# ---- design 1 ----
Figure 1. Cell area per tile (design 1).
Scale: 8 px per um. The die is cut into 11 by 10 equal tiles; dark blue is low, red is high, 0 to 100% covered.
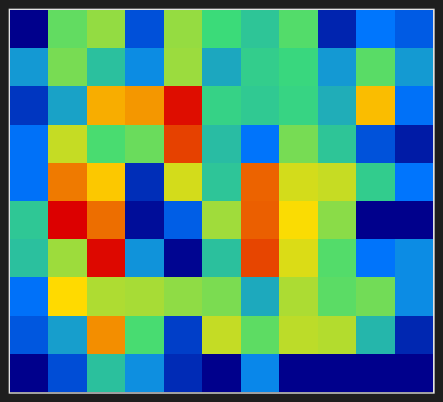

File: src/rtl/fop_sweep_ctrl.sv
// Sweep sequencer for the three fop implementations: walks every input code,
// cross-checks the three results and tallies the true minterms.
module fop_sweep_ctrl #(
    parameter int N        = 4,
    parameter int EXP_ONES = 9
) (
    input  logic         clk,
    input  logic         rst_n,
    input  logic         start,
    input  logic         abort,
    input  logic         res_g,
    input  logic         res_d,
    input  logic         res_b,
    output logic [N-1:0] vec,
    output logic         busy,
    output logic         done,
    output logic         pass,
    output logic [N:0]   ones_cnt,
    output logic         err,
    output logic [N-1:0] first_err
);

    typedef enum logic [1:0] {
        IDLE = 2'd0,
        RUN  = 2'd1,
        DONE = 2'd2
    } state_t;

    localparam logic [N-1:0] LAST_CODE = {N{1'b1}};
    localparam logic [N:0]   EXP_CNT   = (N+1)'(EXP_ONES);

    state_t       state, state_n;
    logic [N-1:0] vec_n;
    logic [N:0]   ones_n;
    logic         err_n;
    logic [N-1:0] first_err_n;
    logic         pass_n;
    logic         mismatch;

    assign mismatch = (res_g != res_d) || (res_d != res_b);

    always_ff @(posedge clk or negedge rst_n) begin
        if (!rst_n) begin
            state     <= IDLE;
            vec       <= '0;
            ones_cnt  <= '0;
            err       <= 1'b0;
            first_err <= '0;
            pass      <= 1'b0;
        end else begin
            state     <= state_n;
            vec       <= vec_n;
            ones_cnt  <= ones_n;
            err       <= err_n;
            first_err <= first_err_n;
            pass      <= pass_n;
        end
    end

    // The verdict on the last code is taken from the updated tally and error
    // flag so that a mismatch on the final code still fails the sweep.
    always_comb begin
        state_n     = state;
        vec_n       = vec;
        ones_n      = ones_cnt;
        err_n       = err;
        first_err_n = first_err;
        pass_n      = pass;

        unique case (state)
            IDLE: begin
                if (start) begin
                    state_n     = RUN;
                    vec_n       = '0;
                    ones_n      = '0;
                    err_n       = 1'b0;
                    first_err_n = '0;
                    pass_n      = 1'b0;
                end
            end
            RUN: begin
                if (abort) begin
                    state_n = IDLE;
                    vec_n   = '0;
                end else begin
                    ones_n = ones_cnt + {{N{1'b0}}, res_b};
                    if (mismatch && !err) begin
                        err_n       = 1'b1;
                        first_err_n = vec;
                    end
                    vec_n = vec + 1'b1;
                    if (vec == LAST_CODE) begin
                        state_n = DONE;
                        pass_n  = !err_n && (ones_n == EXP_CNT);
                    end
                end
            end
            DONE: begin
                state_n = IDLE;
            end
            default: begin
                state_n = IDLE;
            end
        endcase
    end

    assign busy = (state == RUN);
    assign done = (state == DONE);

endmodule
File: config.mk
export PLATFORM = sky130hd
export DESIGN_NAME = fop_sweep_ctrl
export DESIGN_NICKNAME = d
export VERILOG_FILES = /design/src/rtl/fop_sweep_ctrl.sv
export SDC_FILE = /design/constraint.sdc
export NUM_CORES = 1
export LEC_CHECK = 0
export ABC_CLOCK_PERIOD_IN_PS = 4900
export CELL_PAD_IN_SITES_DETAIL_PLACEMENT = 0
export CELL_PAD_IN_SITES_GLOBAL_PLACEMENT = 1
export CORE_ASPECT_RATIO = 0.9
export CORE_MARGIN = 1
export CORE_UTILIZATION = 37
export DETAILED_ROUTE_END_ITERATION = 7
export GPL_TIMING_DRIVEN = 1
export PLACE_DENSITY_LB_ADDON = 0.08
export SLEW_MARGIN = 20
export SYNTH_ARGS = -nofsm -noshare
export SYNTH_HDL_FRONTEND = slang
export SYNTH_SLANG_ARGS = --single-unit
File: constraint.sdc
create_clock -name clk -period 4.9 [get_ports clk]
set_input_delay 0.98 -clock clk [delete_from_list [all_inputs] [get_ports clk]]
set_output_delay 0.98 -clock clk [all_outputs]
set_load 0.05 [all_outputs]
# ---- design 2 ----
### config.mk
export PLATFORM = sky130hd
export DESIGN_NAME = vh_result_unpacker
export DESIGN_NICKNAME = d
export VERILOG_FILES = /design/src/rtl/vh_result_pkg.sv /design/src/rtl/vh_sig_misr.sv /design/src/rtl/vh_result_unpacker.sv
export SDC_FILE = /design/constraint.sdc
export NUM_CORES = 1
export LEC_CHECK = 0
export CORE_AREA = 5 5 145 181
export DETAILED_ROUTE_END_ITERATION = 8
export DIE_AREA = 0 0 150 186
export PLACE_DENSITY = 0.7
export SLEW_MARGIN = 20
export SYNTH_ARGS = -nofsm -noshare
export SYNTH_HDL_FRONTEND = slang
export SYNTH_SLANG_ARGS = --single-unit
### constraint.sdc
create_clock -name clk -period 14.14 [get_ports clk]
set_input_delay 2.121 -clock clk [delete_from_list [all_inputs] [get_ports clk]]
set_output_delay 2.121 -clock clk [all_outputs]
set_load 0.02 [all_outputs]
### src/rtl/vh_result_pkg.sv
// vh_result_pkg: shared constants, state encoding and field geometry for the result unpacker
package vh_result_pkg;
  localparam int VH_Y_W = 90;
  localparam int VH_NFIELD = 18;
  localparam logic [15:0] VH_SIG_POLY = 16'h1021;
  localparam logic [15:0] VH_SIG_INIT = 16'hFFFF;
  typedef enum logic {IDLE = 1'b0, STREAM = 1'b1} vh_unpk_state_t;
  function automatic int field_w(logic [4:0] k);
    return 4 + int'(k % 5'd3);
  endfunction
  function automatic int field_msb(logic [4:0] k);
    int j;
    j = int'(k % 5'd3);
    return 89 - 15 * int'(k / 5'd3) - (j == 0 ? 0 : j == 1 ? 4 : 9);
  endfunction
  function automatic logic field_signed(logic [4:0] k);
    return (k % 5'd6) >= 5'd3;
  endfunction
endpackage

### src/rtl/vh_sig_misr.sv
// vh_sig_misr: 16-bit CRC-style signature accumulator with clear and enable
module vh_sig_misr
  import vh_result_pkg::*;
(
  input  logic        clk,
  input  logic        rst_n,
  input  logic        clr,
  input  logic        en,
  input  logic [15:0] din,
  output logic [15:0] sig
);
  // clear wins over a same-cycle accumulate
  always_ff @(posedge clk or negedge rst_n)
    if (!rst_n) sig <= VH_SIG_INIT;
    else if (clr) sig <= VH_SIG_INIT;
    else if (en) sig <= {sig[14:0], 1'b0} ^ (sig[15] ? VH_SIG_POLY : 16'h0) ^ din;
endmodule

### src/rtl/vh_result_unpacker.sv
// vh_result_unpacker: splits the 90-bit packed result into 18 extended field beats; VH_SIGNATURE_EN adds sig/word_cnt
module vh_result_unpacker
  import vh_result_pkg::*;
#(
  parameter int OUT_W = 8
) (
  input  logic              clk,
  input  logic              rst_n,
  input  logic              in_valid,
  output logic              in_ready,
  input  logic [VH_Y_W-1:0] in_y,
  output logic              out_valid,
  input  logic              out_ready,
  output logic [OUT_W-1:0]  out_data,
  output logic [4:0]        out_idx,
`ifdef VH_SIGNATURE_EN
  input  logic              sig_clr,
  output logic [15:0]       sig,
  output logic [15:0]       word_cnt,
`endif
  output logic              out_last
);
  localparam logic S_IDLE = IDLE;
  localparam logic S_STREAM = STREAM;
  localparam logic [4:0] LAST_IDX = 5'(VH_NFIELD - 1);
  logic state;
  logic [4:0] idx;
  logic [VH_Y_W-1:0] hold;
  logic [VH_Y_W-1:0] sh;
  logic [5:0] top6;
  logic [OUT_W-1:0] mask;
  logic at_last, beat, take;
  assign at_last = idx == LAST_IDX;
  assign out_valid = state == S_STREAM;
  assign beat = out_valid & out_ready;
  assign in_ready = rst_n & ((state == S_IDLE) | (at_last & beat));
  assign take = in_valid & in_ready;
  assign out_idx = idx;
  assign out_last = at_last;
  // a new word restarts at field 0; the final beat either chains the next word or drops to idle
  always_ff @(posedge clk or negedge rst_n)
    if (!rst_n) begin
      state <= S_IDLE;
      idx <= '0;
    end else if (take) begin
      state <= S_STREAM;
      idx <= '0;
    end else if (beat) begin
      state <= at_last ? S_IDLE : S_STREAM;
      idx <= at_last ? '0 : idx + 5'd1;
    end
  // in_y is only looked at on an accepted handshake
  always_ff @(posedge clk or negedge rst_n)
    if (!rst_n) hold <= '0;
    else if (take) hold <= in_y;
  // align the current field at bit 0, then mask or sign-fill above its width
  always_comb begin
    sh = hold >> (field_msb(idx) - field_w(idx) + 1);
    top6 = sh[5:0] >> (field_w(idx) - 1);
    mask = ~({OUT_W{1'b1}} << field_w(idx));
    out_data = (field_signed(idx) & top6[0]) ? (sh[OUT_W-1:0] | ~mask) : (sh[OUT_W-1:0] & mask);
  end
`ifdef VH_SIGNATURE_EN
  vh_sig_misr u_misr (
    .clk  (clk),
    .rst_n(rst_n),
    .clr  (sig_clr),
    .en   (beat),
    .din  (16'(out_data)),
    .sig  (sig)
  );
  // completed words, counted on the accepted last beat
  always_ff @(posedge clk or negedge rst_n)
    if (!rst_n) word_cnt <= '0;
    else if (sig_clr) word_cnt <= '0;
    else if (beat & at_last) word_cnt <= word_cnt + 16'd1;
`endif
endmodule
# ---- design 3 ----
### config.mk
export PLATFORM = sky130hd
export DESIGN_NAME = coherence_bus_arbiter_flat
export DESIGN_NICKNAME = d
export VERILOG_FILES = /design/src/rtl/coherence_bus_arbiter_if.sv /design/src/rtl/coherence_bus_arbiter.sv /design/src/flat_wrapper.sv
export SDC_FILE = /design/constraint.sdc
export NUM_CORES = 1
export LEC_CHECK = 0
export CAP_MARGIN = 20
export CORE_MARGIN = 1.5
export CORE_UTILIZATION = 45
export CTS_CLUSTER_SIZE = 14
export DETAILED_ROUTE_END_ITERATION = 12
export PLACE_DENSITY = 0.79
export SLEW_MARGIN = 20
export SYNTH_ARGS = -nofsm -noshare
export SYNTH_HDL_FRONTEND = slang
export SYNTH_SLANG_ARGS = --single-unit
### constraint.sdc
create_clock -name clk -period 2.4 [get_ports clk]
set_clock_uncertainty 0.1 [all_clocks]
set_input_delay 0.24 -clock clk [delete_from_list [all_inputs] [get_ports clk]]
set_output_delay 0.24 -clock clk [all_outputs]
set_load 0.02 [all_outputs]
### src/rtl/coherence_bus_arbiter_if.sv
// Snoop-bus bundle between the two cpu cache controllers, unified memory and
// the coherence bus arbiter.
//   master : arbiter side. It takes the per-cpu requests, block tags, snoop
//            responses and u_rdy. It drives grant, cpu_search, BOCI,
//            cpu_datasel, invalidate_from_other_cpu, busy and err.
//   slave  : cpu/memory side, with the opposite directions.
// Per-cpu vectors use bit i (or field i) for cpu i.
interface coherence_bus_arbiter_if #(
  parameter int TAG_W = 13
);
  logic [1:0]         read_miss;
  logic [1:0]         write_miss;
  logic [1:0]         invalidate;
  logic [2*TAG_W-1:0] BICO;
  logic [1:0]         cpu_search_found;
  logic               u_rdy;
  logic [1:0]         grant;
  logic [1:0]         cpu_search;
  logic [TAG_W-1:0]   BOCI;
  logic [3:0]         cpu_datasel;
  logic [1:0]         invalidate_from_other_cpu;
  logic               busy;
  logic               err;

  modport master (
    input  read_miss, write_miss, invalidate, BICO, cpu_search_found, u_rdy,
    output grant, cpu_search, BOCI, cpu_datasel, invalidate_from_other_cpu,
           busy, err
  );

  modport slave (
    output read_miss, write_miss, invalidate, BICO, cpu_search_found, u_rdy,
    input  grant, cpu_search, BOCI, cpu_datasel, invalidate_from_other_cpu,
           busy, err
  );
endinterface

### src/rtl/coherence_bus_arbiter.sv
// Shared snoop-bus controller for a two-cpu SMP.
// It arbitrates miss and invalidate requests with round-robin on ties. It
// snoops the non-granted cpu with the winner's tag, then picks the data
// source: the other cpu on a read-miss snoop hit, otherwise unified memory.
// It also broadcasts invalidates to the non-granted cpu.
// Ports:
//   clk  : clock
//   rst  : synchronous active-high reset. It aborts any transaction.
//   bus  : coherence_bus_arbiter_if.master. Carries requests, tags, snoop
//          responses and u_rdy in. Carries grant, snoop strobe, latched tag,
//          data select, invalidate pulse, busy and err out.
module coherence_bus_arbiter #(
  parameter int TAG_W     = 13,
  parameter int SNOOP_LAT = 1,
  parameter int MEM_TMO   = 255
) (
  input  logic                           clk,
  input  logic                           rst,
  coherence_bus_arbiter_if.master        bus
);

  localparam logic [2:0] SNOOP_LAT_C = 3'(SNOOP_LAT);
  localparam logic [7:0] MEM_TMO_C   = 8'(MEM_TMO);

  typedef enum logic [2:0] {
    S_IDLE, S_SNOOP, S_WAIT, S_EVAL, S_XFER, S_INV, S_MEM, S_DONE
  } state_t;

  typedef enum logic [1:0] {K_INV, K_RD, K_WR} kind_t;

  state_t           state, state_nx;
  kind_t            kind, kind_nx;
  logic             winner, winner_nx;
  logic             last_grant, last_grant_nx;
  logic             hit, hit_nx;
  logic [2:0]       snp_cnt, snp_cnt_nx;
  logic [7:0]       mem_cnt, mem_cnt_nx;
  logic [TAG_W-1:0] boci_q;
  logic [TAG_W-1:0] tag_sel;
  logic [1:0]       req;
  logic             other;
  logic             srch_en, inv_en, err_w;
  logic [1:0]       sel;

  // A cpu's request kind is fixed when it wins: write_miss > read_miss > invalidate.
  function automatic kind_t pick_kind(input logic wm, input logic rm);
    if (wm) return K_WR;
    if (rm) return K_RD;
    return K_INV;
  endfunction

  assign req     = bus.read_miss | bus.write_miss | bus.invalidate;
  assign other   = ~winner;
  assign tag_sel = winner_nx ? bus.BICO[2*TAG_W-1:TAG_W] : bus.BICO[TAG_W-1:0];

  always_ff @(posedge clk) begin
    if (rst) begin
      state      <= S_IDLE;
      kind       <= K_INV;
      winner     <= 1'b0;
      last_grant <= 1'b1;
      hit        <= 1'b0;
      snp_cnt    <= 3'd0;
      mem_cnt    <= 8'd0;
    end else begin
      state      <= state_nx;
      kind       <= kind_nx;
      winner     <= winner_nx;
      last_grant <= last_grant_nx;
      hit        <= hit_nx;
      snp_cnt    <= snp_cnt_nx;
      mem_cnt    <= mem_cnt_nx;
    end
  end

  // Tag tracks the prospective winner while idle and freezes once granted.
  // The output is gated by busy, so this register needs no reset.
  always_ff @(posedge clk) begin
    if (state == S_IDLE) boci_q <= tag_sel;
  end

  always_comb begin
    state_nx      = state;
    kind_nx       = kind;
    winner_nx     = winner;
    last_grant_nx = last_grant;
    hit_nx        = hit;
    snp_cnt_nx    = snp_cnt;
    mem_cnt_nx    = mem_cnt;
    srch_en       = 1'b0;
    inv_en        = 1'b0;
    err_w         = 1'b0;
    sel           = 2'b00;
    case (state)
      S_IDLE: begin
        if (|req) begin
          // Tie goes to the cpu that did not win last time.
          winner_nx     = (req == 2'b11) ? ~last_grant : req[1];
          last_grant_nx = winner_nx;
          kind_nx       = pick_kind(bus.write_miss[winner_nx], bus.read_miss[winner_nx]);
          state_nx      = S_SNOOP;
        end
      end
      S_SNOOP: begin
        srch_en    = 1'b1;
        snp_cnt_nx = 3'd1;
        state_nx   = S_WAIT;
      end
      S_WAIT: begin
        // The snoop response is valid SNOOP_LAT cycles after the strobe.
        if (snp_cnt == SNOOP_LAT_C) begin
          hit_nx   = bus.cpu_search_found[other];
          state_nx = S_EVAL;
        end else begin
          snp_cnt_nx = snp_cnt + 3'd1;
        end
      end
      S_EVAL: begin
        mem_cnt_nx = 8'd0;
        case (kind)
          K_INV:   state_nx = S_INV;
          K_RD:    state_nx = hit ? S_XFER : S_MEM;
          default: state_nx = hit ? S_INV : S_MEM;
        endcase
      end
      S_XFER: begin
        sel      = 2'b10;
        state_nx = S_DONE;
      end
      S_INV: begin
        inv_en     = 1'b1;
        mem_cnt_nx = 8'd0;
        state_nx   = (kind == K_WR) ? S_MEM : S_DONE;
      end
      S_MEM: begin
        sel = 2'b01;
        if (bus.u_rdy) begin
          state_nx = S_DONE;
        end else if (mem_cnt == MEM_TMO_C) begin
          err_w    = 1'b1;
          state_nx = S_DONE;
        end else begin
          mem_cnt_nx = mem_cnt + 8'd1;
        end
      end
      S_DONE: begin
        // Bus stays owned until the winner withdraws, so a held request is never re-granted.
        if (!req[winner]) state_nx = S_IDLE;
      end
      default: state_nx = S_IDLE;
    endcase
  end

  assign bus.busy                      = (state != S_IDLE);
  assign bus.grant                     = bus.busy ? (winner ? 2'b10 : 2'b01) : 2'b00;
  assign bus.cpu_search                = srch_en ? (winner ? 2'b01 : 2'b10) : 2'b00;
  assign bus.invalidate_from_other_cpu = inv_en ? (winner ? 2'b01 : 2'b10) : 2'b00;
  assign bus.cpu_datasel               = winner ? {sel, 2'b00} : {2'b00, sel};
  assign bus.BOCI                      = bus.busy ? boci_q : '0;
  assign bus.err                       = err_w;

endmodule

### src/flat_wrapper.sv
// flat-port wrapper written by rule: the top's interface ports become plain ports
module coherence_bus_arbiter_flat 
#(
  parameter int TAG_W     = 13,
  parameter int SNOOP_LAT = 1,
  parameter int MEM_TMO   = 255
)
  (clk, rst, bus_read_miss, bus_write_miss, bus_invalidate, bus_BICO, bus_cpu_search_found, bus_u_rdy, bus_grant, bus_cpu_search, bus_BOCI, bus_cpu_datasel, bus_invalidate_from_other_cpu, bus_busy, bus_err);
  coherence_bus_arbiter_if #(.TAG_W(TAG_W)) bus_i ();
  input  logic clk;
  input  logic rst;
  input wire logic [$bits(bus_i.read_miss)-1:0] bus_read_miss;
  input wire logic [$bits(bus_i.write_miss)-1:0] bus_write_miss;
  input wire logic [$bits(bus_i.invalidate)-1:0] bus_invalidate;
  input wire logic [$bits(bus_i.BICO)-1:0] bus_BICO;
  input wire logic [$bits(bus_i.cpu_search_found)-1:0] bus_cpu_search_found;
  input wire logic [$bits(bus_i.u_rdy)-1:0] bus_u_rdy;
  output wire logic [$bits(bus_i.grant)-1:0] bus_grant;
  output wire logic [$bits(bus_i.cpu_search)-1:0] bus_cpu_search;
  output wire logic [$bits(bus_i.BOCI)-1:0] bus_BOCI;
  output wire logic [$bits(bus_i.cpu_datasel)-1:0] bus_cpu_datasel;
  output wire logic [$bits(bus_i.invalidate_from_other_cpu)-1:0] bus_invalidate_from_other_cpu;
  output wire logic [$bits(bus_i.busy)-1:0] bus_busy;
  output wire logic [$bits(bus_i.err)-1:0] bus_err;
  assign bus_i.read_miss = bus_read_miss;
  assign bus_i.write_miss = bus_write_miss;
  assign bus_i.invalidate = bus_invalidate;
  assign bus_i.BICO = bus_BICO;
  assign bus_i.cpu_search_found = bus_cpu_search_found;
  assign bus_i.u_rdy = bus_u_rdy;
  assign bus_grant = bus_i.grant;
  assign bus_cpu_search = bus_i.cpu_search;
  assign bus_BOCI = bus_i.BOCI;
  assign bus_cpu_datasel = bus_i.cpu_datasel;
  assign bus_invalidate_from_other_cpu = bus_i.invalidate_from_other_cpu;
  assign bus_busy = bus_i.busy;
  assign bus_err = bus_i.err;
  coherence_bus_arbiter #(.TAG_W(TAG_W), .SNOOP_LAT(SNOOP_LAT), .MEM_TMO(MEM_TMO)) u_core (.clk(clk), .rst(rst), .bus(bus_i));
endmodule

==> notes/layouts.md <==
Pictures saved along the way, in no particular order.

The metal 1 layer.
image #1
Scale: 3 px per um. Supply wires on this layer in gray. Cells faint in the background.
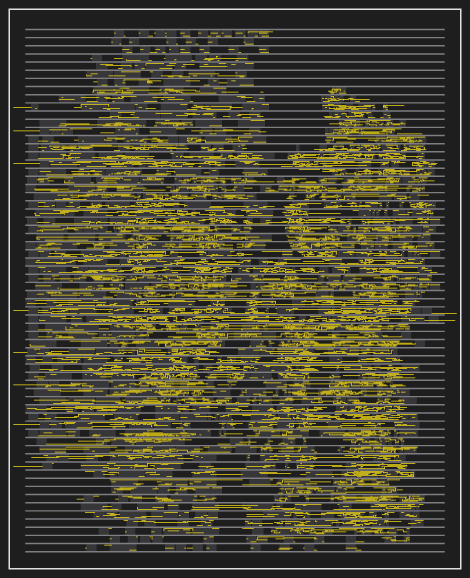
image #2
Scale: 8 px per um. Supply wires on this layer in gray. Cells faint in the background.
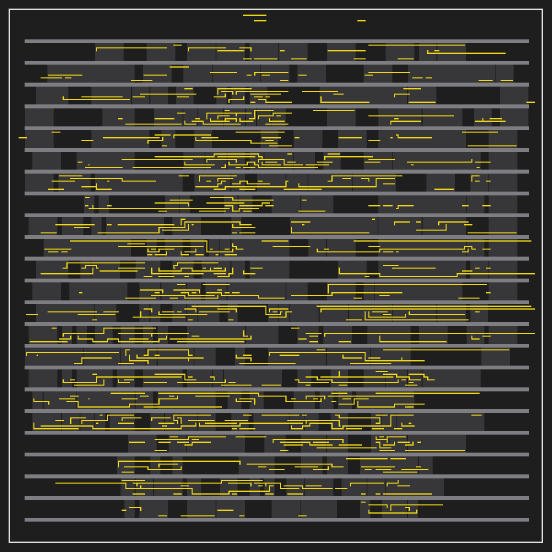
image #3
Scale: 12 px per um. Supply wires on this layer in gray. Cells faint in the background.
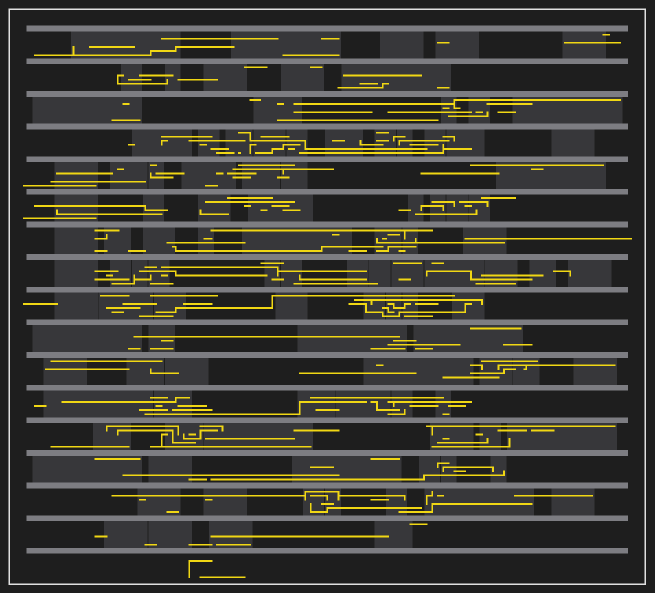
| from | picture |
|---|---|
| design 2 | image #1 |
| design 3 | image #2 |
| design 1 | image #3 |
Of these, largest die: image #1
Of these, smallest die: image #3

Key to image #1:
main direction: horizontal
share of all routed wire: 40%

Figure 2. Cell area per tile (design 2).
Scale: 2 px per um. The die is cut into 15 by 19 equal tiles; dark blue is low, red is high, 0 to 100% covered.
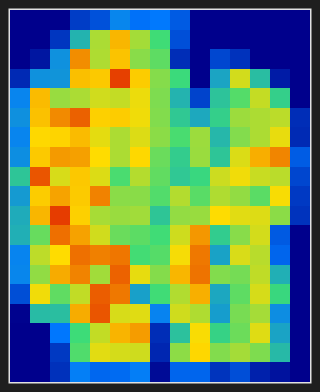
fullest tile: 93%
densest ninth of the die: middle left
mean over tiles: 47%
CORE AREA: 0.0243 sq mm
FP Core Util: 49.0%
final core utilization: 55.8%

Figure 3. Cell sizes after repair (design 2).
Scale: 2 px per um.
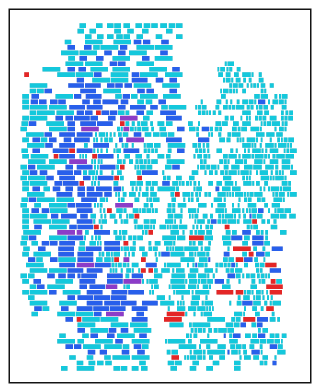
[drive 2] blue | cells: 234 | share: 18% | most used: mux2_2
[drive 6 and up] purple | cells: 13 | share: 0.99% | most used: clkbuf_16
[drive 1 or less] cyan | cells: 1031 | share: 78% | most used: inv_1
[drive 3 to 4] red | cells: 38 | share: 2.9% | most used: buf_4
Area Overhead vs Synth: 14.0%
setup slack after layout: 0.649 ns
non-clock buffer count in the final layout: 130

==> summary.txt, design 2 <==
fresh numbers from the pnr run: final RePlAce weighted congestion between 0.9 and 1, number of enable flip-flop cells 0, crit path capture out_data[3], synthesized net count 1446, worst path bufs/invs 6, Avg Cell Area, Syn 9.61 sq um, antenna violations before repair 0, register area around 0.0024 sq mm, Cell Type Count around 96, flop count 96, Max-slew headroom 34.3%, logic share of the area between 60 and 70%, placed cells around 1600, met3 wire length ~1.5 mm, CTS HTree Levels 3, die area ~0.028 sq mm, Largest cell class logic gates, status finished clean, Synth Instances roughly 1200, CTS sink count between 90 and 100, total CTS buffers 9, mux share between 20% and 30%, met2 usage 41.7%, Largest Register hold, Clock Skew between 0.009 and 0.01 ns, final hold vios 0, Clock Tree Buf Depth 2, top cells, area dfrtp_1 (20%), mux4_2 (14%), mux2_2 (12%), flops & latches, synth 96, Crit path largest cell delay between 0.8 and 0.9 ns, DRT iter0 DRCs ~860, Seq area share 17.7%, GR peak layer met2
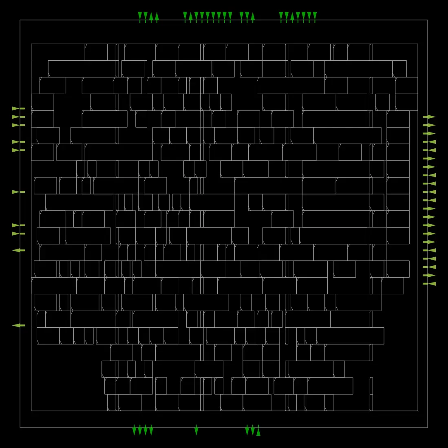
Figure 4: design 3, cell outlines without signal wires.
final core utilization: 68.8%
CORE AREA: 0.00377 sq mm
flop count: 32
cell row count: 22
tap cells: 48

==> summary.txt, design 3 <==
fresh numbers from the pnr run: flops & latches, synth 32, Largest cell class logic gates, number of global-route vias before repair between 1000 and 1500, inverter count 5, critical path depth in cells 3, hold worst-path end u_core.mem_cnt[7], CP max-delay cell clkdlybuf4s50_1, DP HPWL between 3 and 4 mm, CP required 2.06 ns, number of port buffers around 61, Final setup viols 0, synth warn 0, via count roughly 1600, logic area roughly 980 sq um, YS chip area 0.00181 sq mm, main flop type dfxtp_1, Seq area share between 20% and 30%, min-delay src u_core.mem_cnt[7], period utilization 95.2%, R2R cell count 5, DRT iter0 DRCs around 110, Crit path largest cell delay ~0.55 ns, FP Core Util ~48%, WHS about 0.38 ns, # hold bufs at CTS 0, CP startpoint kind flip-flop, 1st-pass router iterations 4, Worst-path clk slew 0.06 ns, register area approximately 770 sq um, non-clock buffer count in the final layout ~70, Largest Register u_core.boci_q, Yosys Instances ~190, buffering overhead between 20% and 30%, Antenna Diode Count 0, first-pass GRT wire length about 6.7 mm, XOR/XNOR share of the synthesized area a little under 2%, synthesized cell area between 0.0015 and 0.002 sq mm, WHS Path Cells 2, slew at the pin with the worst max-slew slack a little over 0.5 ns, die span in x 66.5 um, layout net count between 200 and 300, and+or+nand+nor area frac between 20% and 30%, WL met2 between 2 and 2.5 mm, Total GRT Usage 20.4%, Critical Path Fanout Max 21, Late-Pin Clk Latency just under 0.3 ns, status finished clean, worst path bufs/invs 1, Adder Share, Synth around 2.1%, asr flop ratio synth 0%, post_cts resized 0, top cells, area edfxtp_1 (22%), dfxtp_1 (21%), mux2_4 (7.5%), #MultiIn Comb between 100 and 150, DR WL/cell roughly 14 um, post-CTS setup buffers 0, largest area contributor in the netlist edfxtp_1, DRC 0, Worst Setup End Kind output port, Max Cap Viol 0, Area Overhead vs Synth 43.2%, crit path capture bus_grant[1]
Figure 5. Cell outlines without signal wires (design 1).
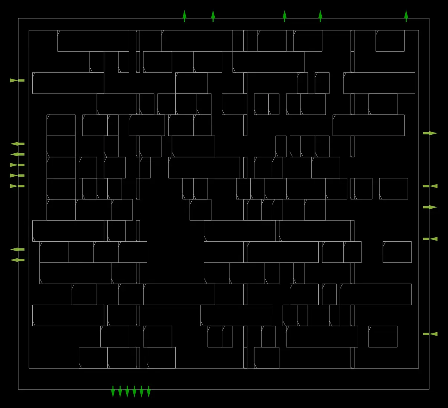
cell row count: 16
Finished Layout Cells: 137
flop count: 17
tap cells: 27
Seq area share: 37.0%

## Picture notes: Figure 1
fullest tile: 100%
tiles over 75% full: 14%
nearly empty tiles: 9.1%
mean over tiles: 44%

==> summary.txt, design 1 <==
fresh numbers from the pnr run: synth cell count leaders dfrtp_1 (17), o21ai_0 (10), nand2_1 (9), die area 0.00253 sq mm, setup slack after layout around 2.0 ns, Worst Setup SP state[1], WHS slightly above 0.5 ns, and+or+nand+nor area frac a little under a fifth, register area ~430 sq um, Max Cap Viol 0, DP HPWL around 1.4 mm, Final TNS setup 0 ns, Largest logic family AND-OR/OR-AND gates, Final setup viols 0, synthesized net count about 94, Crit path largest cell delay 0.82 ns, met3 usage under 10%, max reg flops 5, met3 wire length around 100 um, flops & latches, synth 17, M1 WL 978 um, final RePlAce weighted congestion a little under 0.7, Critical Path AT roughly 1.9 ns, sequential area share after synthesis about half, GR peak layer met2, # hold bufs at CTS 0, Largest regs ones_cnt (5), first_err (4), vec (4), top cell type's share of synthesized area between 40% and 50%, number of clock buffers in the layout 3, slew at the pin with the worst max-slew slack 0.768 ns, Clock-cell share 2.39%, YS chip area 862 sq um, met1 Use GR 24.6%, WL met2 829 um, Late-Pin Clk Latency 0.30 ns, DR WL/cell 14.0 um, non-clock buffer count in the final layout 23, number of global-route vias before repair 662, status finished clean, CTS HTree Levels 1, hold worst-path end first_err[2], synth warn 0, chip height 47.8 um, Critical Path Fanout Max 7, inverter count 1, TritonCTS clock tree built, total gr overflow 0, final core utilization between 50% and 60%, Final Instance Area 0.00115 sq mm, period utilization 58.8%, CP startpoint kind flip-flop, Worst-path clk slew 0.11 ns


==> layout pictures side by side <==
Nets reached from selected ports.
shot_01.png
Scale: 6 px per um.
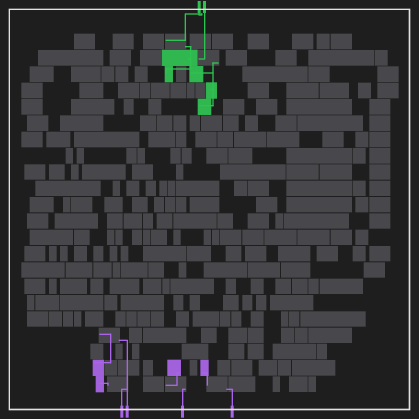
shot_02.png
Scale: 8 px per um.
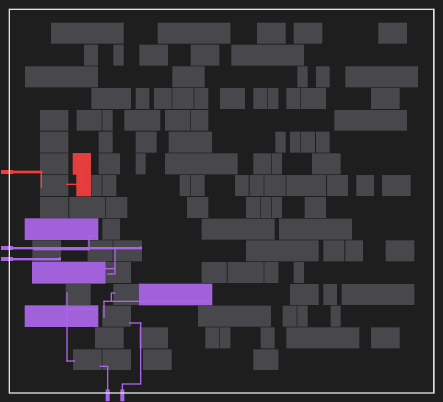
shot_03.png
Scale: 2 px per um.
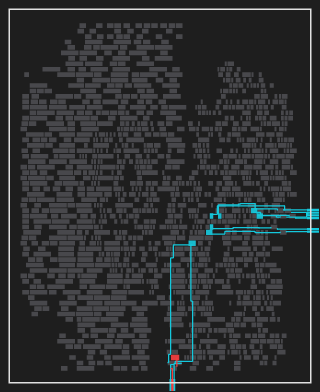
design 2 -> shot_03.png
design 1 -> shot_02.png
design 3 -> shot_01.png
- fewest cells: shot_02.png
- most cells: shot_03.png

Key to shot_02.png:
[`res_d`] red | direction: input | end cells: 2 | buffers: 1 | wire: 8.90 um
[`first_err`] purple | direction: output | end cells: 4 | buffers: 4 | wire: 82.6 um

